==================== piso_serializer
### Placement by cell class, piso_serializer

Scale: 8 px per µm. Fill, decap, tap and diode cells in grey.
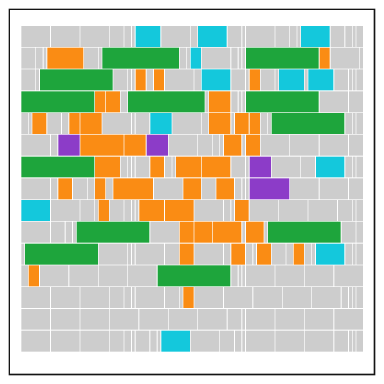

## config.mk

```make
export PLATFORM = sky130hd
export DESIGN_NAME = piso_serializer
export DESIGN_NICKNAME = d
export VERILOG_FILES = /design/src/rtl/piso_pkg.sv /design/src/rtl/piso_parity.sv /design/src/rtl/piso_serializer.sv
export SDC_FILE = /design/constraint.sdc
export NUM_CORES = 1
export LEC_CHECK = 0
export CORE_UTILIZATION = 30
export CTS_CLUSTER_DIAMETER = 30
export DETAILED_ROUTE_END_ITERATION = 8
export GPL_TIMING_DRIVEN = 0
export HOLD_SLACK_MARGIN = 0.08
export PLACE_DENSITY = 0.53
export RECOVER_POWER = 100
export REMOVE_ABC_BUFFERS = 1
export SLEW_MARGIN = 20
export SYNTH_ARGS = -nofsm -noshare
export SYNTH_HDL_FRONTEND = slang
export SYNTH_SLANG_ARGS = --single-unit
```

## constraint.sdc

```tcl
create_clock -name clk -period 1.4 [get_ports clk]
set_clock_uncertainty 0.05 [all_clocks]
set_input_delay 0.21 -clock clk [delete_from_list [all_inputs] [get_ports clk]]
set_output_delay 0.21 -clock clk [all_outputs]
set_load 0.01 [all_outputs]
```

## src/rtl/piso_pkg.sv

```systemverilog
// piso_pkg: shared types and constants for the PISO serializer.
//   piso_state_e       : frame FSM states (PARITY is only reachable with PARITY_EN)
//   PISO_WIDTH_DEFAULT : default data word width
//   PISO_CNT_W         : bit-counter width for the default word width
//   piso_cnt_w()       : bit-counter width for an arbitrary word width
package piso_pkg;

  typedef enum logic [1:0] {
    IDLE   = 2'd0,
    SHIFT  = 2'd1,
    PARITY = 2'd2
  } piso_state_e;

  localparam int unsigned PISO_WIDTH_DEFAULT = 4;

  function automatic int unsigned piso_cnt_w(input int unsigned w);
    return $clog2(w);
  endfunction

  localparam int unsigned PISO_CNT_W = $clog2(PISO_WIDTH_DEFAULT);

endpackage

```

## src/rtl/piso_parity.sv

```systemverilog
// piso_parity: even parity (XOR reduction) of the latched transmit word.
// Ports:
//   word   in  WIDTH  latched word
//   parity out 1      XOR of all bits of word
module piso_parity #(
  parameter int unsigned WIDTH = 4
) (
  input  logic [WIDTH-1:0] word,
  output logic             parity
);

  always_comb begin
    parity = ^word;
  end

endmodule

```

## src/rtl/piso_serializer.sv

```systemverilog
// piso_serializer: parallel-in / serial-out transmitter, LSB first.
// A word is accepted on load_valid && load_ready and shifted out one bit per
// clock. At the final data bit load_ready is raised so back-to-back words
// stream with no idle gap.
// Optional feature macro: PARITY_EN -- appends one even-parity bit per frame
// (PARITY state); the back-to-back load is then accepted in the parity cycle.
// Ports:
//   clk         in   1      rising-edge clock
//   clr         in   1      asynchronous active-high reset
//   din         in   WIDTH  parallel word, sampled only on load accept
//   load_valid  in   1      producer presents din
//   load_ready  out  1      a word can be accepted this cycle
//   sout        out  1      serial data bit
//   sout_valid  out  1      sout carries a valid bit
//   sout_last   out  1      final bit of the frame
//   busy        out  1      a frame is in progress
module piso_serializer
  import piso_pkg::*;
#(
  parameter int unsigned WIDTH = PISO_WIDTH_DEFAULT
) (
  input  logic             clk,
  input  logic             clr,
  input  logic [WIDTH-1:0] din,
  input  logic             load_valid,
  output logic             load_ready,
  output logic             sout,
  output logic             sout_valid,
  output logic             sout_last,
  output logic             busy
);

  localparam int unsigned CNT_W = (WIDTH == PISO_WIDTH_DEFAULT) ? PISO_CNT_W
                                                                : piso_cnt_w(WIDTH);
  localparam logic [CNT_W-1:0] LAST_CNT = CNT_W'(WIDTH - 1);

  piso_state_e      state_q, state_d;
  logic [WIDTH-1:0] shreg_q, shreg_d;
  logic [CNT_W-1:0] cnt_q, cnt_d;
  logic             load_ready_q, load_ready_d;
  logic             sout_q, sout_d;
  logic             sout_valid_q, sout_valid_d;
  logic             sout_last_q, sout_last_d;
  logic             busy_q, busy_d;
  logic             accept;
  logic             last_bit_d;

`ifdef PARITY_EN
  logic [WIDTH-1:0] word_q, word_d;
  logic             parity_d;

  piso_parity #(
    .WIDTH (WIDTH)
  ) u_parity (
    .word   (word_d),
    .parity (parity_d)
  );
`endif

  // Next-state logic. Outputs are derived from the next-state values and
  // registered, so they change only at clock edges and never follow
  // load_valid/din combinationally.
  always_comb begin
    state_d = state_q;
    shreg_d = shreg_q;
    cnt_d   = cnt_q;
    accept  = load_valid && load_ready_q;
`ifdef PARITY_EN
    // accept only occurs where a (re)load happens, so latch din on accept.
    word_d  = accept ? din : word_q;
`endif

    case (state_q)
      IDLE: begin
        if (accept) begin
          state_d = SHIFT;
          shreg_d = din;
          cnt_d   = '0;
        end
      end
      SHIFT: begin
        shreg_d = {1'b0, shreg_q[WIDTH-1:1]};
        cnt_d   = cnt_q + 1'b1;
        if (cnt_q == LAST_CNT) begin
          cnt_d = '0;
`ifdef PARITY_EN
          state_d = PARITY;
`else
          if (accept) begin
            shreg_d = din;
          end else begin
            state_d = IDLE;
          end
`endif
        end
      end
`ifdef PARITY_EN
      PARITY: begin
        if (accept) begin
          state_d = SHIFT;
          shreg_d = din;
          cnt_d   = '0;
        end else begin
          state_d = IDLE;
        end
      end
`endif
      default: begin
        state_d = IDLE;
        shreg_d = '0;
        cnt_d   = '0;
      end
    endcase

    last_bit_d   = (state_d == SHIFT) && (cnt_d == LAST_CNT);
    busy_d       = (state_d != IDLE);
    sout_valid_d = (state_d != IDLE);

    case (state_d)
      SHIFT:   sout_d = shreg_d[0];
`ifdef PARITY_EN
      PARITY:  sout_d = parity_d;
`endif
      default: sout_d = 1'b0;
    endcase

`ifdef PARITY_EN
    sout_last_d  = (state_d == PARITY);
    load_ready_d = (state_d == IDLE) || (state_d == PARITY);
`else
    sout_last_d  = last_bit_d;
    load_ready_d = (state_d == IDLE) || last_bit_d;
`endif
  end

  always_ff @(posedge clk or posedge clr) begin
    if (clr) begin
      state_q      <= IDLE;
      shreg_q      <= '0;
      cnt_q        <= '0;
      load_ready_q <= 1'b1;
      sout_q       <= 1'b0;
      sout_valid_q <= 1'b0;
      sout_last_q  <= 1'b0;
      busy_q       <= 1'b0;
`ifdef PARITY_EN
      word_q       <= '0;
`endif
    end else begin
      state_q      <= state_d;
      shreg_q      <= shreg_d;
      cnt_q        <= cnt_d;
      load_ready_q <= load_ready_d;
      sout_q       <= sout_d;
      sout_valid_q <= sout_valid_d;
      sout_last_q  <= sout_last_d;
      busy_q       <= busy_d;
`ifdef PARITY_EN
      word_q       <= word_d;
`endif
    end
  end

  assign load_ready = load_ready_q;
  assign sout       = sout_q;
  assign sout_valid = sout_valid_q;
  assign sout_last  = sout_last_q;
  assign busy       = busy_q;

endmodule

```

==================== fmeasure_multi
==> config.mk <==
export PLATFORM = sky130hd
export DESIGN_NAME = fmeasure_multi
export DESIGN_NICKNAME = d
export VERILOG_FILES = /design/src/rtl/fmeasure_multi.sv
export SDC_FILE = /design/constraint.sdc
export NUM_CORES = 1
export LEC_CHECK = 0
export ABC_AREA = 1
export ABC_CLOCK_PERIOD_IN_PS = 1500
export CAP_MARGIN = 15
export CORE_MARGIN = 5
export CORE_UTILIZATION = 49
export DETAILED_ROUTE_END_ITERATION = 8
export PLACE_DENSITY = 0.82
export SYNTH_ARGS = -nofsm -noshare
export SYNTH_HDL_FRONTEND = slang
export SYNTH_SLANG_ARGS = --single-unit
export TNS_END_PERCENT = 50
==> constraint.sdc <==
create_clock -name clk -period 1.5 [get_ports clk]
set_input_delay 0.15 -clock clk [delete_from_list [all_inputs] [get_ports clk]]
set_output_delay 0.15 -clock clk [all_outputs]
set_load 0.1 [all_outputs]
==> src/rtl/fmeasure_multi.sv <==
// fmeasure_multi: frequency / event measurement block clocked by the clock
// under test.
//   mode 0 : counts clk cycles while the gate is high (one gate pulse).
//   mode 1 : counts gate rising edges inside a window of `window` cycles.
// Ports:
//   clk, rst_n (async, active-low)
//   gate, sync_select    gate input and optional 2-FF synchroniser select
//   mode, start, clear   measurement control (mode sampled on accepted start)
//   window               mode-1 window length, sampled on accepted start
//   div_select           divided-clock tap select
//   cycle_count          live counter
//   result/result_valid  latched result of last completed measurement
//   overflow             sticky saturation flag
//   busy                 measurement in progress
//   divided_clk          inverted counter bit 2*div_select+1
module fmeasure_multi #(
    parameter int LENGTH = 20,
    parameter int WIN_W  = 16,
    parameter int SEL_W  = 2
) (
    input  logic              clk,
    input  logic              rst_n,
    input  logic              gate,
    input  logic              sync_select,
    input  logic              mode,
    input  logic              start,
    input  logic              clear,
    input  logic [WIN_W-1:0]  window,
    input  logic [SEL_W-1:0]  div_select,
    output logic [LENGTH-1:0] cycle_count,
    output logic [LENGTH-1:0] result,
    output logic              result_valid,
    output logic              overflow,
    output logic              busy,
    output logic              divided_clk
);

    typedef enum logic [1:0] {IDLE, WAIT_GATE, COUNT} state_t;

    state_t            state, state_n;
    logic [LENGTH-1:0] counter, counter_n, counter_inc, result_n;
    logic              valid_n, ovf_n, mode_r, mode_n;
    logic [WIN_W-1:0]  win_cnt, win_n;
    logic              sync1, sync2, gate_prev, gate_final, rise;
    logic              inc_req, sat;

    // Gate conditioning runs every cycle, independent of the FSM, so the
    // synchroniser and edge detector are already settled when a start lands.
    always_ff @(posedge clk or negedge rst_n) begin
        if (!rst_n) begin
            sync1     <= 1'b0;
            sync2     <= 1'b0;
            gate_prev <= 1'b0;
        end else begin
            sync1     <= gate;
            sync2     <= sync1;
            gate_prev <= gate_final;
        end
    end

    assign gate_final  = sync_select ? sync2 : gate;
    assign rise        = gate_final & ~gate_prev;

    // Saturating increment: at all-ones the counter holds and overflow is set.
    assign sat         = &counter;
    assign counter_inc = sat ? counter : counter + LENGTH'(1);

    always_comb begin
        state_n   = state;
        counter_n = counter;
        result_n  = result;
        valid_n   = result_valid;
        ovf_n     = overflow;
        win_n     = win_cnt;
        mode_n    = mode_r;
        inc_req   = 1'b0;
        if (clear) begin
            state_n   = IDLE;
            counter_n = '0;
            result_n  = '0;
            valid_n   = 1'b0;
            ovf_n     = 1'b0;
            win_n     = '0;
            mode_n    = 1'b0;
        end else begin
            unique case (state)
                IDLE: begin
                    if (start) begin
                        counter_n = '0;
                        ovf_n     = 1'b0;
                        valid_n   = 1'b0;
                        mode_n    = mode;
                        win_n     = window;
                        state_n   = mode ? COUNT : WAIT_GATE;
                    end
                end
                WAIT_GATE: begin
                    if (rise) begin
                        inc_req = 1'b1;
                        state_n = COUNT;
                    end
                end
                COUNT: begin
                    if (!mode_r) begin
                        if (gate_final) begin
                            inc_req = 1'b1;
                        end else begin
                            result_n = counter;
                            valid_n  = 1'b1;
                            state_n  = IDLE;
                        end
                    end else if (win_cnt == '0) begin
                        // Empty window: finish immediately with a zero result.
                        result_n = '0;
                        valid_n  = 1'b1;
                        state_n  = IDLE;
                    end else begin
                        inc_req = rise;
                        win_n   = win_cnt - WIN_W'(1);
                        if (win_cnt == WIN_W'(1)) begin
                            // Last window cycle: include this cycle's edge.
                            result_n = rise ? counter_inc : counter;
                            valid_n  = 1'b1;
                            state_n  = IDLE;
                        end
                    end
                end
                default: state_n = IDLE;
            endcase
            if (inc_req) begin
                counter_n = counter_inc;
                if (sat) ovf_n = 1'b1;
            end
        end
    end

    always_ff @(posedge clk or negedge rst_n) begin
        if (!rst_n) begin
            state        <= IDLE;
            counter      <= '0;
            result       <= '0;
            result_valid <= 1'b0;
            overflow     <= 1'b0;
            win_cnt      <= '0;
            mode_r       <= 1'b0;
        end else begin
            state        <= state_n;
            counter      <= counter_n;
            result       <= result_n;
            result_valid <= valid_n;
            overflow     <= ovf_n;
            win_cnt      <= win_n;
            mode_r       <= mode_n;
        end
    end

    assign cycle_count = counter;
    assign busy        = (state != IDLE);

    // Tap 2*div_select+1 gives divided periods of 4, 16, 64, 256 ... cycles.
    always_comb begin
        divided_clk = 1'b1;
        for (int i = 0; i < (1 << SEL_W); i++) begin
            if (div_select == SEL_W'(i)) divided_clk = ~counter[2*i+1];
        end
    end

endmodule

==================== wash_billing_flat
===== src/rtl/wash_if.sv =====
// wash_if: order inputs, admin price inputs and billing outputs of wash_billing
interface wash_if;
  logic        on;
  logic        start;
  logic [1:0]  size;
  logic        dry_en;
  logic        finish;
  logic        pickup;
  logic [11:0] dy_price;
  logic [11:0] s_price;
  logic [11:0] m_price;
  logic [11:0] b_price;
  logic [11:0] setfine;
  logic [11:0] bill;
  logic [11:0] profit;
  logic [11:0] runtime;
  logic        busy;
  logic        settled;
  logic [2:0]  st;
  modport master (
    output on, start, size, dry_en, finish, pickup,
    output dy_price, s_price, m_price, b_price, setfine,
    input  bill, profit, runtime, busy, settled, st
  );
  modport slave (
    input  on, start, size, dry_en, finish, pickup,
    input  dy_price, s_price, m_price, b_price, setfine,
    output bill, profit, runtime, busy, settled, st
  );
endinterface


===== src/rtl/wash_billing.sv =====
// wash_billing: laundry order FSM with BCD billing, pickup fines, takings and powered-on runtime
module wash_billing #(
  parameter int TICK_DIV  = 100000000,
  parameter int GRACE_S   = 10,
  parameter int RT_UNIT_S = 60
) (
  input logic   clk,
  input logic   rst,
  wash_if.slave bus
);
  localparam int TW = $clog2(TICK_DIV + 1);
  localparam int GW = $clog2(GRACE_S + 1);
  localparam int RW = $clog2(RT_UNIT_S + 1);
  typedef enum logic [2:0] {IDLE = 3'd0, QUOTE = 3'd1, RUN = 3'd2, HOLD = 3'd3, SETTLE = 3'd4} state_t;
  state_t state, state_n;
  logic [TW-1:0] tick_cnt;
  logic [GW-1:0] grace_cnt;
  logic [RW-1:0] rt_cnt;
  logic [11:0] bill, profit, runtime, size_price;
  logic [1:0] ord_size;
  logic ord_dry, tick, fine_due, rt_due;
  function automatic logic [3:0] clamp9(input logic [3:0] x);
    return x > 4'd9 ? 4'd9 : x;
  endfunction
  // digit-wise decimal add; a carry out of the hundreds digit saturates
  function automatic logic [11:0] bcd_add(input logic [11:0] a, input logic [11:0] b);
    logic [11:0] r;
    logic [4:0] s;
    logic c;
    r = 12'h000;
    c = 1'b0;
    for (int i = 0; i < 3; i++) begin
      s = {1'b0, clamp9(a[i*4 +: 4])} + {1'b0, clamp9(b[i*4 +: 4])} + {4'b0, c};
      c = s > 5'd9;
      r[i*4 +: 4] = c ? 4'(s - 5'd10) : s[3:0];
    end
    return c ? 12'h999 : r;
  endfunction
  assign tick       = bus.on && tick_cnt == TW'(TICK_DIV - 1);
  assign fine_due   = state == HOLD && tick && grace_cnt == GW'(GRACE_S - 1);
  assign rt_due     = tick && rt_cnt == RW'(RT_UNIT_S - 1);
  assign size_price = ord_size == 2'd1 ? bus.s_price :
                      ord_size == 2'd2 ? bus.m_price :
                      ord_size == 2'd3 ? bus.b_price : 12'h000;
  always_comb begin
    state_n = state;
    case (state)
      IDLE:    state_n = (bus.start && (bus.size != 2'd0 || bus.dry_en)) ? QUOTE : IDLE;
      QUOTE:   state_n = RUN;
      RUN:     state_n = bus.finish ? HOLD : RUN;
      HOLD:    state_n = bus.pickup ? SETTLE : HOLD;
      SETTLE:  state_n = IDLE;
      default: state_n = IDLE;
    endcase
    if (!bus.on) state_n = IDLE;
  end
  always_ff @(posedge clk or negedge rst) begin
    if (!rst) state <= IDLE;
    else state <= state_n;
  end
  always_ff @(posedge clk or negedge rst) begin
    if (!rst) begin
      tick_cnt  <= '0;
      grace_cnt <= '0;
      rt_cnt    <= '0;
      bill      <= 12'h000;
      profit    <= 12'h000;
      runtime   <= 12'h000;
      ord_size  <= 2'd0;
      ord_dry   <= 1'b0;
    end else begin
      tick_cnt  <= (state == RUN && bus.finish) || tick ? '0 : bus.on ? tick_cnt + TW'(1) : tick_cnt;
      grace_cnt <= state != HOLD || fine_due ? '0 : tick ? grace_cnt + GW'(1) : grace_cnt;
      if (tick) rt_cnt <= rt_due ? '0 : rt_cnt + RW'(1);
      if (rt_due) runtime <= bcd_add(runtime, 12'h001);
      if (state == IDLE && state_n == QUOTE) begin
        ord_size <= bus.size;
        ord_dry  <= bus.dry_en;
      end
      // a fine due on the pickup cycle still lands before settlement
      if (!bus.on) bill <= 12'h000;
      else if (state == QUOTE) bill <= bcd_add(size_price, ord_dry ? bus.dy_price : 12'h000);
      else if (fine_due) bill <= bcd_add(bill, bus.setfine);
      if (state == SETTLE && bus.on) profit <= bcd_add(profit, bill);
    end
  end
  assign bus.bill    = bill;
  assign bus.profit  = profit;
  assign bus.runtime = runtime;
  assign bus.busy    = state != IDLE;
  assign bus.settled = state == SETTLE;
  assign bus.st      = state;
endmodule

===== src/flat_wrapper.sv =====
// flat-port wrapper written by rule: the top's interface ports become plain ports
module wash_billing_flat 
#(
  parameter int TICK_DIV  = 100000000,
  parameter int GRACE_S   = 10,
  parameter int RT_UNIT_S = 60
)
  (clk, rst, bus_on, bus_start, bus_size, bus_dry_en, bus_finish, bus_pickup, bus_dy_price, bus_s_price, bus_m_price, bus_b_price, bus_setfine, bus_bill, bus_profit, bus_runtime, bus_busy, bus_settled, bus_st);
  wash_if bus_i ();
  input logic clk;
  input logic rst;
  input wire logic [$bits(bus_i.on)-1:0] bus_on;
  input wire logic [$bits(bus_i.start)-1:0] bus_start;
  input wire logic [$bits(bus_i.size)-1:0] bus_size;
  input wire logic [$bits(bus_i.dry_en)-1:0] bus_dry_en;
  input wire logic [$bits(bus_i.finish)-1:0] bus_finish;
  input wire logic [$bits(bus_i.pickup)-1:0] bus_pickup;
  input wire logic [$bits(bus_i.dy_price)-1:0] bus_dy_price;
  input wire logic [$bits(bus_i.s_price)-1:0] bus_s_price;
  input wire logic [$bits(bus_i.m_price)-1:0] bus_m_price;
  input wire logic [$bits(bus_i.b_price)-1:0] bus_b_price;
  input wire logic [$bits(bus_i.setfine)-1:0] bus_setfine;
  output wire logic [$bits(bus_i.bill)-1:0] bus_bill;
  output wire logic [$bits(bus_i.profit)-1:0] bus_profit;
  output wire logic [$bits(bus_i.runtime)-1:0] bus_runtime;
  output wire logic [$bits(bus_i.busy)-1:0] bus_busy;
  output wire logic [$bits(bus_i.settled)-1:0] bus_settled;
  output wire logic [$bits(bus_i.st)-1:0] bus_st;
  assign bus_i.on = bus_on;
  assign bus_i.start = bus_start;
  assign bus_i.size = bus_size;
  assign bus_i.dry_en = bus_dry_en;
  assign bus_i.finish = bus_finish;
  assign bus_i.pickup = bus_pickup;
  assign bus_i.dy_price = bus_dy_price;
  assign bus_i.s_price = bus_s_price;
  assign bus_i.m_price = bus_m_price;
  assign bus_i.b_price = bus_b_price;
  assign bus_i.setfine = bus_setfine;
  assign bus_bill = bus_i.bill;
  assign bus_profit = bus_i.profit;
  assign bus_runtime = bus_i.runtime;
  assign bus_busy = bus_i.busy;
  assign bus_settled = bus_i.settled;
  assign bus_st = bus_i.st;
  wash_billing #(.TICK_DIV(TICK_DIV), .GRACE_S(GRACE_S), .RT_UNIT_S(RT_UNIT_S)) u_core (.clk(clk), .rst(rst), .bus(bus_i));
endmodule

===== config.mk =====
export PLATFORM = sky130hd
export DESIGN_NAME = wash_billing_flat
export DESIGN_NICKNAME = d
export VERILOG_FILES = /design/src/rtl/wash_if.sv /design/src/rtl/wash_billing.sv /design/src/flat_wrapper.sv
export SDC_FILE = /design/constraint.sdc
export NUM_CORES = 1
export LEC_CHECK = 0
export ABC_AREA = 1
export CELL_PAD_IN_SITES_DETAIL_PLACEMENT = 1
export CELL_PAD_IN_SITES_GLOBAL_PLACEMENT = 2
export CORE_ASPECT_RATIO = 1.4
export CORE_MARGIN = 2
export CORE_UTILIZATION = 33
export CTS_CLUSTER_DIAMETER = 200
export DETAILED_ROUTE_END_ITERATION = 10
export PLACE_DENSITY_LB_ADDON = 0.1
export SETUP_SLACK_MARGIN = 0.02
export SLEW_MARGIN = 20
export SYNTH_ARGS = -nofsm -noshare
export SYNTH_HDL_FRONTEND = slang
export SYNTH_SLANG_ARGS = --single-unit
export TNS_END_PERCENT = 100

===== constraint.sdc =====
create_clock -name clk -period 12.8 [get_ports clk]
set_input_delay 2.56 -clock clk [delete_from_list [all_inputs] [get_ports clk]]
set_output_delay 2.56 -clock clk [all_outputs]
set_load 0.01 [all_outputs]

### Clock wiring as the flow saved it, piso_serializer

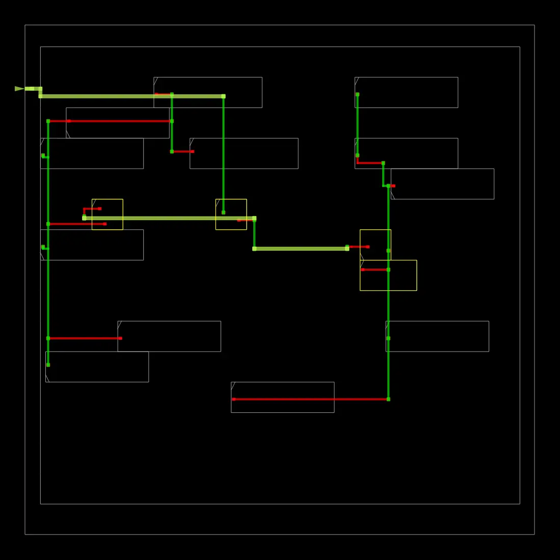
CTS sink count: 12
Clk. pwr: 0.271 mW
sequential cell count: 12
CTS buffer count: 3
Latency at later pin: 0.27 ns

### Zoomed window, piso_serializer

Window x 10 to 35, y 10 to 35 µm. Cells in grey, sequential cells in the stronger grey; small squares are vias.
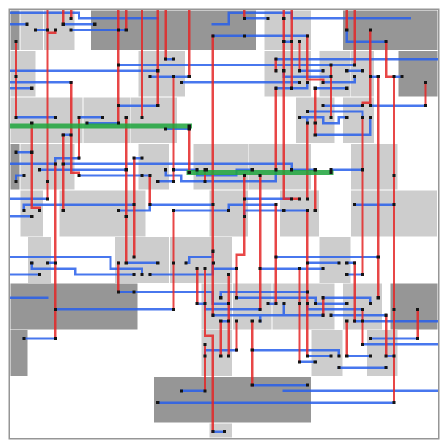
legend:
  M2:
    colour: red
  M1:
    colour: blue
  M3:
    colour: green
netlist names of flops here include: shreg_q (2)
cells with their middle in the window: 38
most frequent: nand3_1 (4)
sequential cells in the window: 4

## Picture notes: 'Placement by cell class' of piso_serializer
legend:
  remaining logic cells:
    colour: orange
    cells: 41
  registers:
    colour: green
    cells: 12
  clock drivers and dummy loads:
    colour: purple
    cells: 4
  remaining buffers and delay cells:
    colour: cyan
    cells: 12
fin area: 737 µm²
Rows: 15
flop share of the area: 0.411
final core utilization: 0.422

==> impl_metrics.csv, piso_serializer <==
group,metric,value,unit
run_status,status,"completed",
placed_design,hpwl,744,µm
clocking,cts_tree,"yes",
yosys,ys_area,567,µm²
worst_hold_path,min_path_type,"in2async",
pwr,pwr-share-comb,0.142,
finish,clk_share,0.0492,
drt,wl_met1,508,µm
sta,hold_violations,0,
clocking,htreeDepth,1,
placed_design,gp_congestion,0.627,
drt,vias,442,
placed_design,place_area,679,µm²
sta,setup_tns,0,ns
drt,dr.pass1.iters,4,
pwr,comb_cell_power,0.110,mW
yosys,synthTopLogicFamily,"simple AND/OR/NAND/NOR gates",
clocking,max-clock-path-buffers,2,
[piso_serializer: final timing paths]
| path | endpoint | slack (ns) | cells after the start |
|---|---|---|---|
| min reg2reg | shreg_q[3]$_DFFE_PP0P_ | 0.48 | 2 |
| min in group clk | shreg_q[3]$_DFFE_PP0P_ | 0.48 | 2 |
| max in group asynchronous | state_q[0]$_DFF_PP0_ | 0.62 | 2 |
| min | cnt_q[1]$_DFF_PP0_ | 0.34 | 2 |
| max reg2reg | sout_last$_DFF_PP0_ | 0.09 | 4 |
| max | sout_last$_DFF_PP0_ | 0.09 | 4 |
[piso_serializer: cell usage after synthesis (2+ instances only)]
| library cell | number | area share |
|---|---|---|
| o21ai_0 | 2 | 0.018 |
| a21oi_1 | 5 | 0.044 |
| inv_1 | 6 | 0.040 |
| nor2_1 | 2 | 0.013 |
| nand3_1 | 5 | 0.044 |
| nor4_1 | 2 | 0.022 |
| nand2_1 | 3 | 0.020 |
| dfrtp_1 | 11 | 0.49 |
| buf_2 | 2 | 0.018 |
| a221o_1 | 2 | 0.035 |
[piso_serializer: flip-flops by register name, summed over array words and instances, names as in the netlist]
register    count
sout            1
shreg_q         4
load_ready      1
busy            1
cnt_q           2
sout_last       1
state_q         2
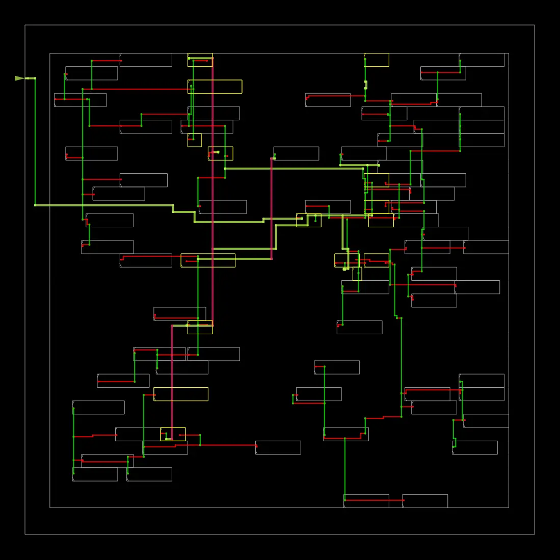
*Clock wiring as the flow saved it, fmeasure_multi*
Clk. pwr: 2.01 mW
CTS sink count: 64
CTS buffer count: 9
Latency at later pin: 0.36 ns

==> impl_metrics.csv, fmeasure_multi <==
group,metric,value,unit
run_status,status,"complete, but fails checks",
run_status,violations,"setup timing",
finish,ff_latch_area,0.00167,mm²
global_route,grt_antenna_before_repair,0,
pwr,pwr-share-comb,0.577,
critical_path,slowest_delay,0.51,ns
worst_hold_path,min_path_type,"in2reg",
global_route,grt_use_total,0.345,
sta,whs,0.290,ns
floorplan,die-area,0.0107,mm²
critical_path,r2r_end,"result[8]$_DFFE_PN0P_",
drt,antenna_left,0,
clocking,postCtsResizedCells,85,
sta,report.final.setup_viol,66,
sta,setup_ws,-0.695,ns
finish,nonClkBufAreaFrac,0.320,
sta,setup_tns,-27.16,ns
pwr,sw_frac_of_total,0.448,
sta,slew_violations,0,
yosys,synth_top_area_share,0.373,
critical_path,cp.required,1.74,ns
critical_path,cp_top_family,"simple AND/OR/NAND/NOR gates",
yosys,avgSynthCellArea,6.71,µm²
clocking,postCtsHoldBufs,1,
fmeasure_multi: metrics by stage:
stage	setup slack, ns	utilization	cells
after CTS	-0.256	0.832	932
after detailed placement	-0.483	0.750	897
final	-0.695	0.899	946
after global routing	-0.736	0.899	946
after floorplan	-0.476	-	641
after global placement	-0.420	0.750	897
fmeasure_multi: routing by layer:
layer / vias to the layer above / part of all wire
li1: 2454 / -
met1: 2904 / 0.32
met2: 720 / 0.44
met3: 278 / 0.13
met4: 0 / 0.10
met5: - / 0
fmeasure_multi: registers in the layout, summed over array words and instances, names as in the netlist:
| register | count |
|---|---|
| sync2 | 1 |
| cycle_count | 20 |
| gate_prev | 1 |
| overflow | 1 |
| state | 2 |
| mode_r | 1 |
| result | 20 |
| win_cnt | 16 |
| result_valid | 1 |
| sync1 | 1 |
fmeasure_multi: worst register-to-register path: stages, from the launching register on:
cell and delay (ns):
dfrtp_4 0.51, nand2_2 0.13, nor2_4 0.16, nand2_4 0.09, buf_4 0.14, xor2_1 0.18, nand2_2 0.13, nor2_1 0.36
o21ai_1 0.19, nand2_1 0.11, nand2_1 0.07
### Placement density heat map, wash_billing_flat

Scale: 1.5 px per µm. 13 x 18 tiles, from black (low) to pale yellow (high), 0 to 100% covered.
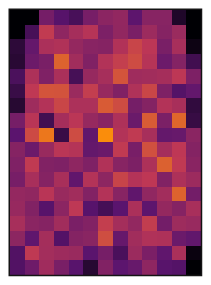
tiles over 75% full: 0.40%
mean over tiles: 37%
fullest tile: 75%
nearly empty tiles: 2.6%
Core Area: 0.0210 mm²
Initial Util: 0.333
final core utilization: 0.412

==> impl_metrics.csv, wash_billing_flat <==
group,metric,value,unit
pwr,pwr-share-comb,0.583,
clocking,max-clock-path-buffers,2,
clocking,root_buffer,"clkbuf_16",
pwr,sw_frac_of_total,0.459,
run_status,status,"completed",
sta,report.final.setup_viol,0,
global_route,grt-ovfl-total,0,
clocking,cts_tree,"yes",
global_route,met3_usage,0.0230,
global_route,busiest_layer,"met2",
yosys,ys_sh_xor,0.0237,
global_route,grt_use_total,0.184,
critical_path,cp_top_family,"adder cells",
sta,whs,0.501,ns
clocking,postCtsResizedCells,0,
clocking,postCtsHoldBufs,0,
pwr,clkPwrFrac,0.200,
yosys,synthFlopType,"dfrtp_1",
yosys,synth_nets,1144,
[wash_billing_flat: final cells by class]
type,count,area [µm²],share of cell area
multi-input cells,740,4300,0.496
inverters,169,634,0.0731
well taps,260,325,0.0375
clock buffers,10,229,0.0264
repair buffers,110,1100,0.126
flip-flops and latches,79,1980,0.228
clock inverters,6,115,0.0133
[wash_billing_flat: path summary, 6_finish.rpt]
check,from,to,slack (ns),cells past startpoint
setup / recovery,bus_setfine[2],u_core.bus.bill[0]$_DFFE_PN0P_,4.50,34
hold / removal,u_core.tick_cnt[20]$_DFFE_PN0P_,u_core.tick_cnt[20]$_DFFE_PN0P_,0.50,1
setup reg to reg,u_core.bus.bill[2]$_DFFE_PN0P_,u_core.bus.profit[2]$_DFFE_PN0P_,6.49,29
hold reg to reg,u_core.tick_cnt[20]$_DFFE_PN0P_,u_core.tick_cnt[20]$_DFFE_PN0P_,0.50,1
max in group asynchronous,rst,u_core.grace_cnt[0]$_DFFE_PN0P_,9.60,2
min in group asynchronous,rst,u_core.bus.profit[4]$_DFFE_PN0P_,2.18,1

==> notes/layouts.md <==
Pictures saved along the way, in no particular order.

Routed clock nets over the placement.
(a)
Scale: 6 px per µm.
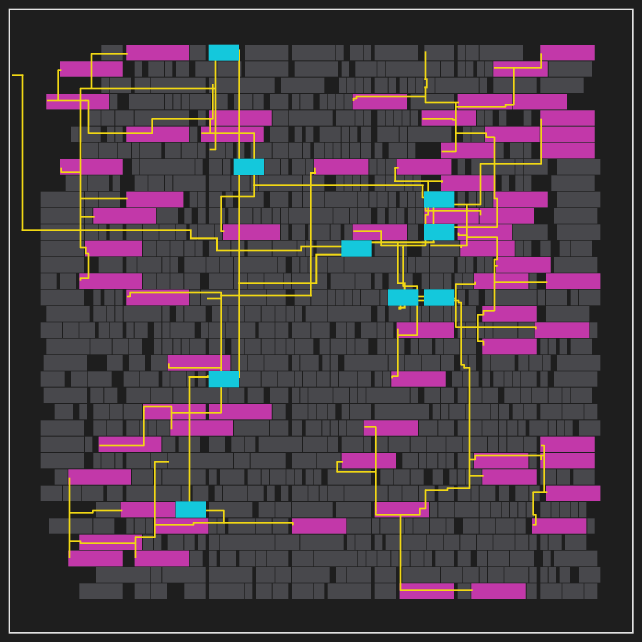
(b)
Scale: 3 px per µm.
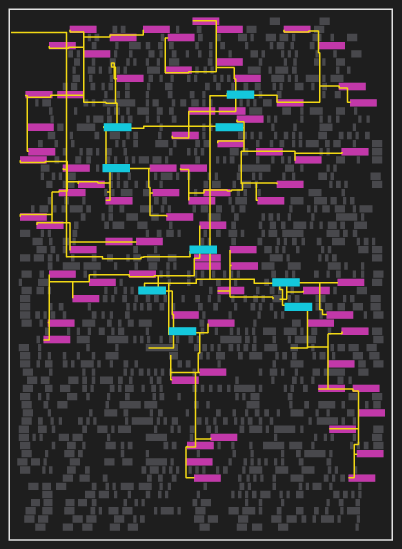
(c)
Scale: 12 px per µm.
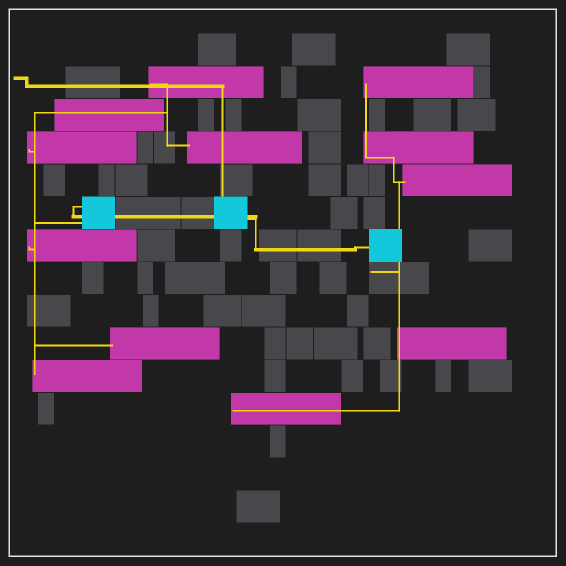
- fewest sequential cells: (c)
- most sequential cells: (b)
(c) is piso_serializer.
(b) is wash_billing_flat.
(a) is fmeasure_multi.

Key to (a):
legend:
  clock-net drivers:
    colour: cyan
    count: 9
  clock wires:
    colour: yellow
    length: 1,100 µm
  flip-flops:
    colour: magenta
    count: 64
routed clock nets: 10
flops lie: all over the die


==================== updown_bounce_ctrl
### Zoomed window, updown_bounce_ctrl

Window x 13 to 38, y 13 to 38 µm. Cells in grey, sequential cells in the stronger grey; small squares are vias.
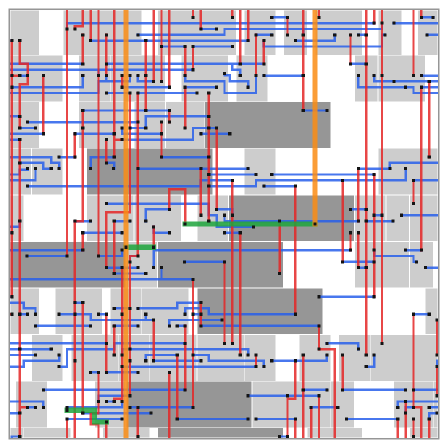

## config.mk

```make
export PLATFORM = sky130hd
export DESIGN_NAME = updown_bounce_ctrl
export DESIGN_NICKNAME = d
export VERILOG_FILES = /design/src/rtl/updown_bounce_ctrl.sv
export SDC_FILE = /design/constraint.sdc
export NUM_CORES = 1
export LEC_CHECK = 0
export CORE_MARGIN = 1
export CORE_UTILIZATION = 49
export DETAILED_ROUTE_END_ITERATION = 12
export PLACE_DENSITY = 0.78
export SLEW_MARGIN = 15
export SYNTH_ARGS = -nofsm -noshare
export SYNTH_HDL_FRONTEND = slang
export SYNTH_SLANG_ARGS = --single-unit
```

## constraint.sdc

```tcl
create_clock -name clk -period 2.3 [get_ports clk]
set_input_delay 0.575 -clock clk [delete_from_list [all_inputs] [get_ports clk]]
set_output_delay 0.575 -clock clk [all_outputs]
set_load 0.02 [all_outputs]
```

## src/rtl/updown_bounce_ctrl.sv

```systemverilog
// Direction/clear sequencer that bounces a 4-bit up/down counter between limits.
// Optional low-turn counter on bounce_cnt is enabled with `define BOUNCE_CNT_EN.
module updown_bounce_ctrl #(
   parameter int WIDTH  = 4,
   parameter int BCNT_W = 8
) (
   input  logic              clk,
   input  logic              clear,
   input  logic              enable,
   input  logic [WIDTH-1:0]  lo_limit,
   input  logic [WIDTH-1:0]  hi_limit,
   input  logic [WIDTH-1:0]  cnt_in,
   output logic              up_or_DownBar,
   output logic              cntr_clear,
   output logic              turn,
   output logic              cfg_err,
   output logic [BCNT_W-1:0] bounce_cnt
);

   typedef enum logic [1:0] {
      IDLE     = 2'd0,
      RUN_UP   = 2'd1,
      RUN_DOWN = 2'd2
   } state_t;

   state_t           state_q;
   logic [WIDTH-1:0] lo_q, hi_q;
   logic             up_q, clr_q, turn_q, err_q;

   // Compares run one bit wider so lo+1/lo+2/hi-1 never wrap.
   logic [WIDTH:0] lo_ext, hi_ext, cnt_ext;
   logic           lim_ok, at_top, at_bot;

   assign lo_ext  = {1'b0, lo_limit};
   assign hi_ext  = {1'b0, hi_limit};
   assign cnt_ext = {1'b0, cnt_in};
   assign lim_ok  = hi_ext >= (lo_ext + (WIDTH+1)'(2));
   assign at_top  = cnt_ext >= ({1'b0, hi_q} - (WIDTH+1)'(1));
   assign at_bot  = cnt_ext <= ({1'b0, lo_q} + (WIDTH+1)'(1));

`ifdef BOUNCE_CNT_EN
   logic [BCNT_W-1:0] bcnt_q;
   assign bounce_cnt = bcnt_q;
`else
   assign bounce_cnt = '0;
`endif

   always_ff @(posedge clk) begin
      if (!clear) begin
         state_q <= IDLE;
         lo_q    <= '0;
         hi_q    <= '0;
         up_q    <= 1'b1;
         clr_q   <= 1'b0;
         turn_q  <= 1'b0;
         err_q   <= 1'b0;
`ifdef BOUNCE_CNT_EN
         bcnt_q  <= '0;
`endif
      end else begin
         turn_q <= 1'b0;
         unique case (state_q)
            IDLE: begin
               up_q  <= 1'b1;
               clr_q <= 1'b0;
               if (enable) begin
                  if (lim_ok) begin
                     state_q <= RUN_UP;
                     lo_q    <= lo_limit;
                     hi_q    <= hi_limit;
                     clr_q   <= 1'b1;
                     err_q   <= 1'b0;
                  end else begin
                     err_q   <= 1'b1;
                  end
               end
            end
            RUN_UP: begin
               if (!enable) begin
                  state_q <= IDLE;
                  clr_q   <= 1'b0;
                  up_q    <= 1'b1;
               end else if (at_top) begin
                  state_q <= RUN_DOWN;
                  up_q    <= 1'b0;
                  turn_q  <= 1'b1;
               end
            end
            RUN_DOWN: begin
               if (!enable) begin
                  state_q <= IDLE;
                  clr_q   <= 1'b0;
                  up_q    <= 1'b1;
               end else if (at_bot) begin
                  state_q <= RUN_UP;
                  up_q    <= 1'b1;
                  turn_q  <= 1'b1;
`ifdef BOUNCE_CNT_EN
                  if (bcnt_q != '1) bcnt_q <= bcnt_q + 1'b1;
`endif
               end
            end
            default: begin
               state_q <= IDLE;
               up_q    <= 1'b1;
               clr_q   <= 1'b0;
            end
         endcase
      end
   end

   assign up_or_DownBar = up_q;
   assign cntr_clear    = clr_q;
   assign turn          = turn_q;
   assign cfg_err       = err_q;

endmodule

```

==================== arp_cam_ctrl_flat
### src/rtl/arp_cam_if.sv
// Bundle of the command, CAM write, CAM lookup and completion signals of the ARP CAM controller.
// The master side issues commands and models the CAM. The slave side is the controller.
interface arp_cam_if #(
  parameter int K = 32,
  parameter int V = 48,
  parameter int A = 3,
  parameter int D = 84
);
  logic         cmd_valid;
  logic         cmd_ready;
  logic         cmd_op;
  logic [K-1:0] cmd_key;
  logic [V-1:0] cmd_value;

  logic         ram_req;
  logic         ram_op;
  logic [A-1:0] ram_addr;
  logic [D-1:0] ram_data;

  logic         lookup_req_valid;
  logic [K-1:0] lookup_req_key;
  logic         lookup_resp_valid;
  logic         lookup_resp_hit;
  logic [A-1:0] lookup_resp_addr;

  logic         done_valid;
  logic [1:0]   done_status;
  logic [A-1:0] done_addr;
  logic [A:0]   occupancy;
  logic         evict;

  modport master (
    output cmd_valid, cmd_op, cmd_key, cmd_value,
    output lookup_resp_valid, lookup_resp_hit, lookup_resp_addr,
    input  cmd_ready, ram_req, ram_op, ram_addr, ram_data,
    input  lookup_req_valid, lookup_req_key,
    input  done_valid, done_status, done_addr, occupancy, evict
  );

  modport slave (
    input  cmd_valid, cmd_op, cmd_key, cmd_value,
    input  lookup_resp_valid, lookup_resp_hit, lookup_resp_addr,
    output cmd_ready, ram_req, ram_op, ram_addr, ram_data,
    output lookup_req_valid, lookup_req_key,
    output done_valid, done_status, done_addr, occupancy, evict
  );
endinterface

### src/rtl/arp_cam_ctrl.sv
// ARP CAM controller: runs each insert/delete command through lookup, write and completion phases.
// It tracks the live-entry bitmap, the occupancy and a round-robin victim pointer used when the table is full.
module arp_cam_ctrl #(
  parameter int K     = 32,
  parameter int V     = 48,
  parameter int N     = 8,
  parameter int A     = 3,
  parameter int D     = 84,
  parameter int VALID = 82
) (
  input  logic     clk_i,
  input  logic     rst_i,
  arp_cam_if.slave bus_io
);

  typedef enum logic [2:0] {
    S_INIT, S_IDLE, S_LOOKUP, S_WAIT, S_WRITE, S_DONE
  } state_e;

  state_e       state_q,  state_d;
  logic [A-1:0] idx_q,    idx_d;
  logic         op_q,     op_d;
  logic [K-1:0] key_q,    key_d;
  logic [V-1:0] val_q,    val_d;
  logic [A-1:0] addr_q,   addr_d;
  logic [1:0]   status_q, status_d;
  logic         evict_q,  evict_d;
  logic [N-1:0] bitmap_q, bitmap_d;
  logic [A-1:0] victim_q, victim_d;

  logic [A-1:0] free_idx;
  logic [A:0]   occ;
  logic [D-1:0] entry;
  logic         full;

  // Lowest-index free slot: scanning downwards lets the smallest index win.
  always_comb begin
    free_idx = '0;
    occ      = '0;
    for (int i = N - 1; i >= 0; i--) begin
      if (!bitmap_q[i]) free_idx = A'(i);
      occ = occ + (A+1)'(bitmap_q[i]);
    end
  end

  assign full = &bitmap_q;

  always_comb begin
    entry              = '0;
    entry[K-1:0]       = key_q;
    entry[K+V-1:K]     = val_q;
    entry[VALID]       = 1'b1;
  end

  always_comb begin
    state_d  = state_q;
    idx_d    = idx_q;
    op_d     = op_q;
    key_d    = key_q;
    val_d    = val_q;
    addr_d   = addr_q;
    status_d = status_q;
    evict_d  = evict_q;
    bitmap_d = bitmap_q;
    victim_d = victim_q;

    bus_io.cmd_ready        = 1'b0;
    bus_io.ram_req          = 1'b0;
    bus_io.ram_op           = 1'b0;
    bus_io.ram_addr         = '0;
    bus_io.ram_data         = '0;
    bus_io.lookup_req_valid = 1'b0;
    bus_io.lookup_req_key   = '0;
    bus_io.done_valid       = 1'b0;
    bus_io.done_status      = '0;
    bus_io.done_addr        = '0;
    bus_io.evict            = 1'b0;
    bus_io.occupancy        = occ;

    unique case (state_q)
      S_INIT: begin
        // Hold the sweep off while reset is asserted so it starts cleanly on release.
        bus_io.ram_req  = !rst_i;
        bus_io.ram_op   = !rst_i;
        bus_io.ram_addr = idx_q;
        idx_d           = idx_q + A'(1);
        if (idx_q == A'(N - 1)) begin
          idx_d   = '0;
          state_d = S_IDLE;
        end
      end
      S_IDLE: begin
        bus_io.cmd_ready = 1'b1;
        if (bus_io.cmd_valid) begin
          op_d    = bus_io.cmd_op;
          key_d   = bus_io.cmd_key;
          val_d   = bus_io.cmd_value;
          state_d = S_LOOKUP;
        end
      end
      S_LOOKUP: begin
        bus_io.lookup_req_valid = 1'b1;
        bus_io.lookup_req_key   = key_q;
        state_d                 = S_WAIT;
      end
      S_WAIT: begin
        if (bus_io.lookup_resp_valid) begin
          evict_d = 1'b0;
          state_d = S_WRITE;
          if (op_q) begin
            if (bus_io.lookup_resp_hit) begin
              addr_d   = bus_io.lookup_resp_addr;
              status_d = 2'd2;
            end else begin
              addr_d   = '0;
              status_d = 2'd3;
              state_d  = S_DONE;
            end
          end else if (bus_io.lookup_resp_hit) begin
            addr_d   = bus_io.lookup_resp_addr;
            status_d = 2'd1;
          end else if (full) begin
            addr_d   = victim_q;
            status_d = 2'd0;
            evict_d  = 1'b1;
            victim_d = (victim_q == A'(N - 1)) ? '0 : victim_q + A'(1);
          end else begin
            addr_d   = free_idx;
            status_d = 2'd0;
          end
        end
      end
      S_WRITE: begin
        bus_io.ram_req   = 1'b1;
        bus_io.ram_op    = 1'b1;
        bus_io.ram_addr  = addr_q;
        bus_io.ram_data  = op_q ? '0 : entry;
        bitmap_d[addr_q] = !op_q;
        state_d          = S_DONE;
      end
      S_DONE: begin
        bus_io.done_valid  = 1'b1;
        bus_io.done_status = status_q;
        bus_io.done_addr   = addr_q;
        bus_io.evict       = evict_q;
        state_d            = S_IDLE;
      end
      default: state_d = S_INIT;
    endcase
  end

  always_ff @(posedge clk_i) begin
    if (rst_i) begin
      state_q  <= S_INIT;
      idx_q    <= '0;
      op_q     <= 1'b0;
      addr_q   <= '0;
      status_q <= '0;
      evict_q  <= 1'b0;
      bitmap_q <= '0;
      victim_q <= '0;
    end else begin
      state_q  <= state_d;
      idx_q    <= idx_d;
      op_q     <= op_d;
      addr_q   <= addr_d;
      status_q <= status_d;
      evict_q  <= evict_d;
      bitmap_q <= bitmap_d;
      victim_q <= victim_d;
    end
  end

  always_ff @(posedge clk_i) begin
    key_q <= key_d;
    val_q <= val_d;
  end

endmodule

### src/flat_wrapper.sv
// flat-port wrapper written by rule: the top's interface ports become plain ports
module arp_cam_ctrl_flat 
#(
  parameter int K     = 32,
  parameter int V     = 48,
  parameter int N     = 8,
  parameter int A     = 3,
  parameter int D     = 84,
  parameter int VALID = 82
)
  (clk_i, rst_i, bus_io_cmd_valid, bus_io_cmd_op, bus_io_cmd_key, bus_io_cmd_value, bus_io_lookup_resp_valid, bus_io_lookup_resp_hit, bus_io_lookup_resp_addr, bus_io_cmd_ready, bus_io_ram_req, bus_io_ram_op, bus_io_ram_addr, bus_io_ram_data, bus_io_lookup_req_valid, bus_io_lookup_req_key, bus_io_done_valid, bus_io_done_status, bus_io_done_addr, bus_io_occupancy, bus_io_evict);
  arp_cam_if #(.K(K), .V(V), .A(A), .D(D)) bus_io_i ();
  input  logic clk_i;
  input  logic rst_i;
  input wire logic [$bits(bus_io_i.cmd_valid)-1:0] bus_io_cmd_valid;
  input wire logic [$bits(bus_io_i.cmd_op)-1:0] bus_io_cmd_op;
  input wire logic [$bits(bus_io_i.cmd_key)-1:0] bus_io_cmd_key;
  input wire logic [$bits(bus_io_i.cmd_value)-1:0] bus_io_cmd_value;
  input wire logic [$bits(bus_io_i.lookup_resp_valid)-1:0] bus_io_lookup_resp_valid;
  input wire logic [$bits(bus_io_i.lookup_resp_hit)-1:0] bus_io_lookup_resp_hit;
  input wire logic [$bits(bus_io_i.lookup_resp_addr)-1:0] bus_io_lookup_resp_addr;
  output wire logic [$bits(bus_io_i.cmd_ready)-1:0] bus_io_cmd_ready;
  output wire logic [$bits(bus_io_i.ram_req)-1:0] bus_io_ram_req;
  output wire logic [$bits(bus_io_i.ram_op)-1:0] bus_io_ram_op;
  output wire logic [$bits(bus_io_i.ram_addr)-1:0] bus_io_ram_addr;
  output wire logic [$bits(bus_io_i.ram_data)-1:0] bus_io_ram_data;
  output wire logic [$bits(bus_io_i.lookup_req_valid)-1:0] bus_io_lookup_req_valid;
  output wire logic [$bits(bus_io_i.lookup_req_key)-1:0] bus_io_lookup_req_key;
  output wire logic [$bits(bus_io_i.done_valid)-1:0] bus_io_done_valid;
  output wire logic [$bits(bus_io_i.done_status)-1:0] bus_io_done_status;
  output wire logic [$bits(bus_io_i.done_addr)-1:0] bus_io_done_addr;
  output wire logic [$bits(bus_io_i.occupancy)-1:0] bus_io_occupancy;
  output wire logic [$bits(bus_io_i.evict)-1:0] bus_io_evict;
  assign bus_io_i.cmd_valid = bus_io_cmd_valid;
  assign bus_io_i.cmd_op = bus_io_cmd_op;
  assign bus_io_i.cmd_key = bus_io_cmd_key;
  assign bus_io_i.cmd_value = bus_io_cmd_value;
  assign bus_io_i.lookup_resp_valid = bus_io_lookup_resp_valid;
  assign bus_io_i.lookup_resp_hit = bus_io_lookup_resp_hit;
  assign bus_io_i.lookup_resp_addr = bus_io_lookup_resp_addr;
  assign bus_io_cmd_ready = bus_io_i.cmd_ready;
  assign bus_io_ram_req = bus_io_i.ram_req;
  assign bus_io_ram_op = bus_io_i.ram_op;
  assign bus_io_ram_addr = bus_io_i.ram_addr;
  assign bus_io_ram_data = bus_io_i.ram_data;
  assign bus_io_lookup_req_valid = bus_io_i.lookup_req_valid;
  assign bus_io_lookup_req_key = bus_io_i.lookup_req_key;
  assign bus_io_done_valid = bus_io_i.done_valid;
  assign bus_io_done_status = bus_io_i.done_status;
  assign bus_io_done_addr = bus_io_i.done_addr;
  assign bus_io_occupancy = bus_io_i.occupancy;
  assign bus_io_evict = bus_io_i.evict;
  arp_cam_ctrl #(.K(K), .V(V), .N(N), .A(A), .D(D), .VALID(VALID)) u_core (.clk_i(clk_i), .rst_i(rst_i), .bus_io(bus_io_i));
endmodule
### config.mk
export PLATFORM = sky130hd
export DESIGN_NAME = arp_cam_ctrl_flat
export DESIGN_NICKNAME = d
export VERILOG_FILES = /design/src/rtl/arp_cam_if.sv /design/src/rtl/arp_cam_ctrl.sv /design/src/flat_wrapper.sv
export SDC_FILE = /design/constraint.sdc
export NUM_CORES = 1
export LEC_CHECK = 0
export ABC_AREA = 1
export CAP_MARGIN = 20
export CORE_UTILIZATION = 45
export DETAILED_ROUTE_END_ITERATION = 8
export GPL_TIMING_DRIVEN = 0
export PLACE_DENSITY = 0.93
export SLEW_MARGIN = 25
export SYNTH_ARGS = -nofsm -noshare
export SYNTH_HDL_FRONTEND = slang
export SYNTH_SLANG_ARGS = --single-unit
export TNS_END_PERCENT = 100
### constraint.sdc
create_clock -name clk_i -period 10.6 [get_ports clk_i]
set_clock_uncertainty 0.05 [all_clocks]
set_input_delay 2.12 -clock clk_i [delete_from_list [all_inputs] [get_ports clk_i]]
set_output_delay 2.12 -clock clk_i [all_outputs]
set_load 0.02 [all_outputs]
### Placement by cell class, updown_bounce_ctrl

Scale: 8 px per µm. Fill, decap, tap and diode cells in grey.
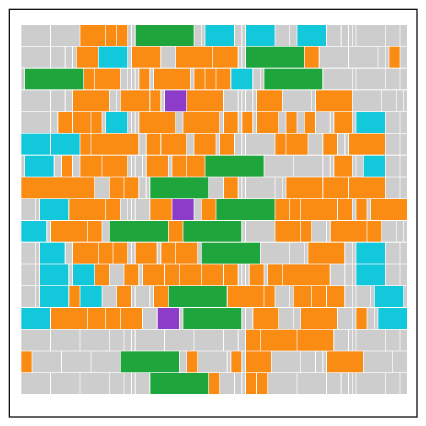
legend:
  remaining logic cells:
    colour: orange
    cells: 117
  remaining buffers and delay cells:
    colour: cyan
    cells: 23
  registers:
    colour: green
    cells: 14
  clock-net drivers:
    colour: purple
    cells: 3
flop share of the area: 0.199
fin area: 0.00141 mm²
Core Area: 0.00223 mm²
final core utilization: 0.629
Rows: 17

## Picture notes: 'Zoomed window' of updown_bounce_ctrl
legend:
  M3:
    colour: green
  M4:
    colour: orange
  M1:
    colour: blue
  M2:
    colour: red
most frequent: nand3_1 (10), o21ai_0 (8)
netlist names of flops here include: hi_q (4)
cells with their middle in the window: 56
sequential cells in the window: 7

==> impl_metrics.csv, updown_bounce_ctrl <==
group,metric,value,unit
drt,drt_iter0_markers,12,
critical_path,slowest_delay,0.31,ns
yosys,yosysTopAreaCell,"dfxtp_1",
critical_path,start_kind,"input pin",
critical_path,critPathKind,"in2reg",
worst_hold_path,min_to,"state_q[0]$_SDFFE_PN0P_",
floorplan,pin_count,27,
pwr,clkPwrFrac,0.159,
drt,drt-wirelength-per-cell,12.4,µm
yosys,yosys.area_share.simple,0.155,
sta,rsz0062_at_grt,"no",
critical_path,worst_r2r_path_depth,8,
finish,logic_gate_count,105,
run_status,status,"completed",
finish,fill_cells,206,
## updown_bounce_ctrl: worst reg2reg max path: cells and delay by family (launching register included)
family	cells	cell delay (ns)
and+or+nand+nor	1	0.14
muxes	1	0.24
AOI/OAI and AO/OA	3	0.58
buffers and inverters	1	0.04
adders and majority gates	2	0.57
DFF	1	0.35
## updown_bounce_ctrl: kinds of logic after synthesis
group | Yosys count
XOR/XNOR | 5
adder cells (fa/ha/maj) | 19
AND/OR/NAND/NOR | 33
AND-OR/OR-AND | 38
other | 1
flip-flops | 14
buffers and inverters | 24
multiplexers | 2
## updown_bounce_ctrl: through the flow
step	power (mW)	worst slack, ns	hold WS (ns)	cells	utilization
after floorplan	0.626	0.317	0.466	143	-
after global placement	0.708	-0.208	0.482	182	0.611
after detailed placement	0.726	-0.310	0.490	182	0.611
after CTS	0.871	0.123	0.508	185	0.629
after global routing	0.944	0.0126	0.536	185	0.629
final	0.874	0.108	0.503	185	0.629
## updown_bounce_ctrl: repair_timing
action                                  4_1_cts  5_1_grt
buffers inserted                              0        0
hold endpoints to repair                      0        0
endpoints found under the setup margin        4        0
resized                                       4        0
### Placement by cell class, arp_cam_ctrl_flat

Scale: 4 px per µm. Fill, decap, tap and diode cells in grey.
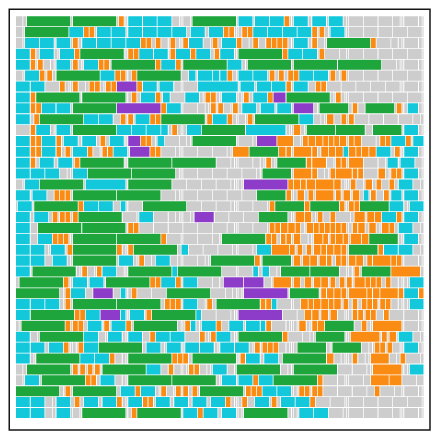
legend:
  registers:
    colour: green
    cells: 104
  clock drivers and dummy loads:
    colour: purple
    cells: 15
  remaining logic cells:
    colour: orange
    cells: 395
  remaining buffers and delay cells:
    colour: cyan
    cells: 245
fin area: 0.00748 mm²
final core utilization: 0.728
Core Area: 0.0103 mm²
Rows: 37
flop share of the area: 0.385

### Placement density heat map, arp_cam_ctrl_flat

Scale: 3 px per µm. 10 x 10 tiles, from black (low) to pale yellow (high), 0 to 100% covered.
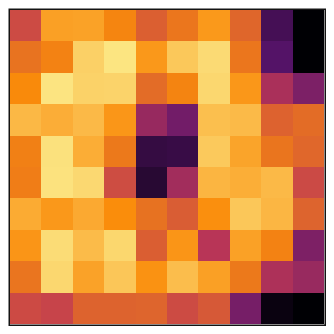
tiles over 75% full: 47%
fullest tile: 94%
mean over tiles: 67%
Initial Util: 0.463

==> impl_metrics.csv, arp_cam_ctrl_flat <==
group,metric,value,unit
pwr,top_power_group,"sequential cells",
global_route,grt_pass1_wl,21800,µm
drt,met3_length,814,µm
global_route,use_met1,0.273,
floorplan,die-area,0.0110,mm²
finish,ff_latch_area,0.00288,mm²
drt,drt-wirelength-per-cell,15.5,µm
critical_path,cp.required,8.43,ns
yosys,netlist_area,0.00476,mm²
finish,clk_share,0.0350,
sta,slew_violations,0,
drt,routed-wl-met2,7470,µm
global_route,met3_usage,0.0512,
critical_path,critical_path_cell_count,8,
pwr,clkPwrFrac,0.276,
clocking,postCtsResizedCells,0,
global_route,grt_max_degree,25,
run_status,status,"completed",
sta,report.final.setup_viol,0,
sta,relSlewSlack,0.571,
finish,comb_share,0.198,
yosys,ys_top_cells_by_count,"147 x nor2_1, 80 x edfxtp_1, 80 x nand2_1",
pwr,pwr-share-comb,0.282,
global_route,grt_use_total,0.256,
worst_hold_path,min_to,"u_core.status_q[0]$_SDFFE_PP0P_",
clocking,postCtsHoldBufs,0,
[arp_cam_ctrl_flat: cell usage in the layout, fill, tap and decap left out, types with 4 or more instances in the layout]
cell type and count:
clkdlybuf4s50_1 219, nor2_1 146, nand2_1 80, edfxtp_1 80
inv_1 76, dfxtp_1 24, o21ai_0 23, a21oi_1 19
nand3_1 14, ha_1 11, clkbuf_8 9, buf_2 8
clkbuf_1 7, buf_1 4, nor3_1 4, fa_1 4
buf_4 4, bufinv_16 4
[arp_cam_ctrl_flat: sequential cells by signal (all words and copies together) (netlist names)]
register / count
u_core.bitmap_q: 8
u_core.state_q: 3
u_core.status_q: 2
u_core.val_q: 48
u_core.victim_q: 3
u_core.key_q: 32
u_core.op_q: 1
u_core.addr_q: 3
u_core.idx_q: 3
u_core.evict_q: 1
[arp_cam_ctrl_flat: kinds of logic (layout without fill, tap and decap cells)]
group | after synthesis | count (layout) | synth area share
buffers and inverters | 102 | 339 | 0.0857
other | 1 | 3 | 0.000788
AND-OR/OR-AND | 46 | 46 | 0.0500
flip-flops | 104 | 104 | 0.606
AND/OR/NAND/NOR | 251 | 251 | 0.210
adder cells (fa/ha/maj) | 15 | 15 | 0.0458
XOR/XNOR | 1 | 1 | 0.00184


==> layout pictures side by side <==
Clock wiring as the flow saved it.
Plate I
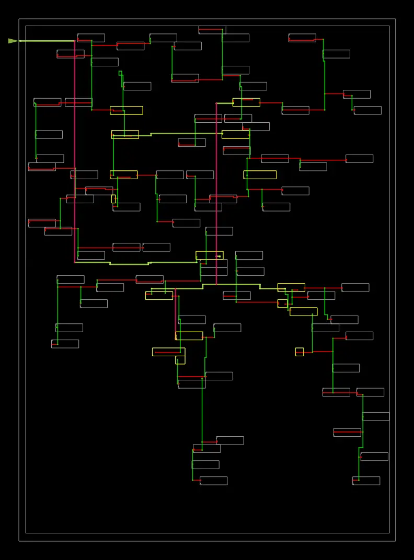
Plate II
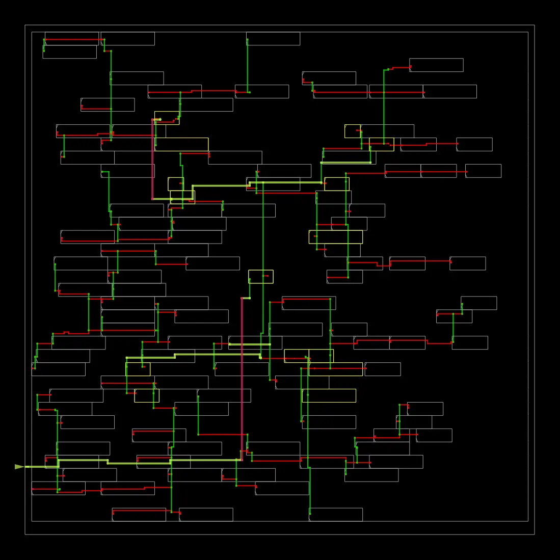
Plate III
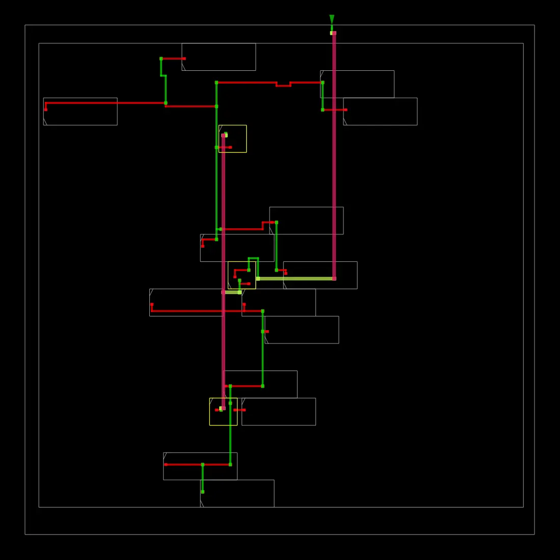
Plate I: wash_billing_flat
Plate III: updown_bounce_ctrl
Plate II: arp_cam_ctrl_flat
- fewest sequential cells: Plate III

Power figures rest on the tool's default switching activity, not on a simulated workload.
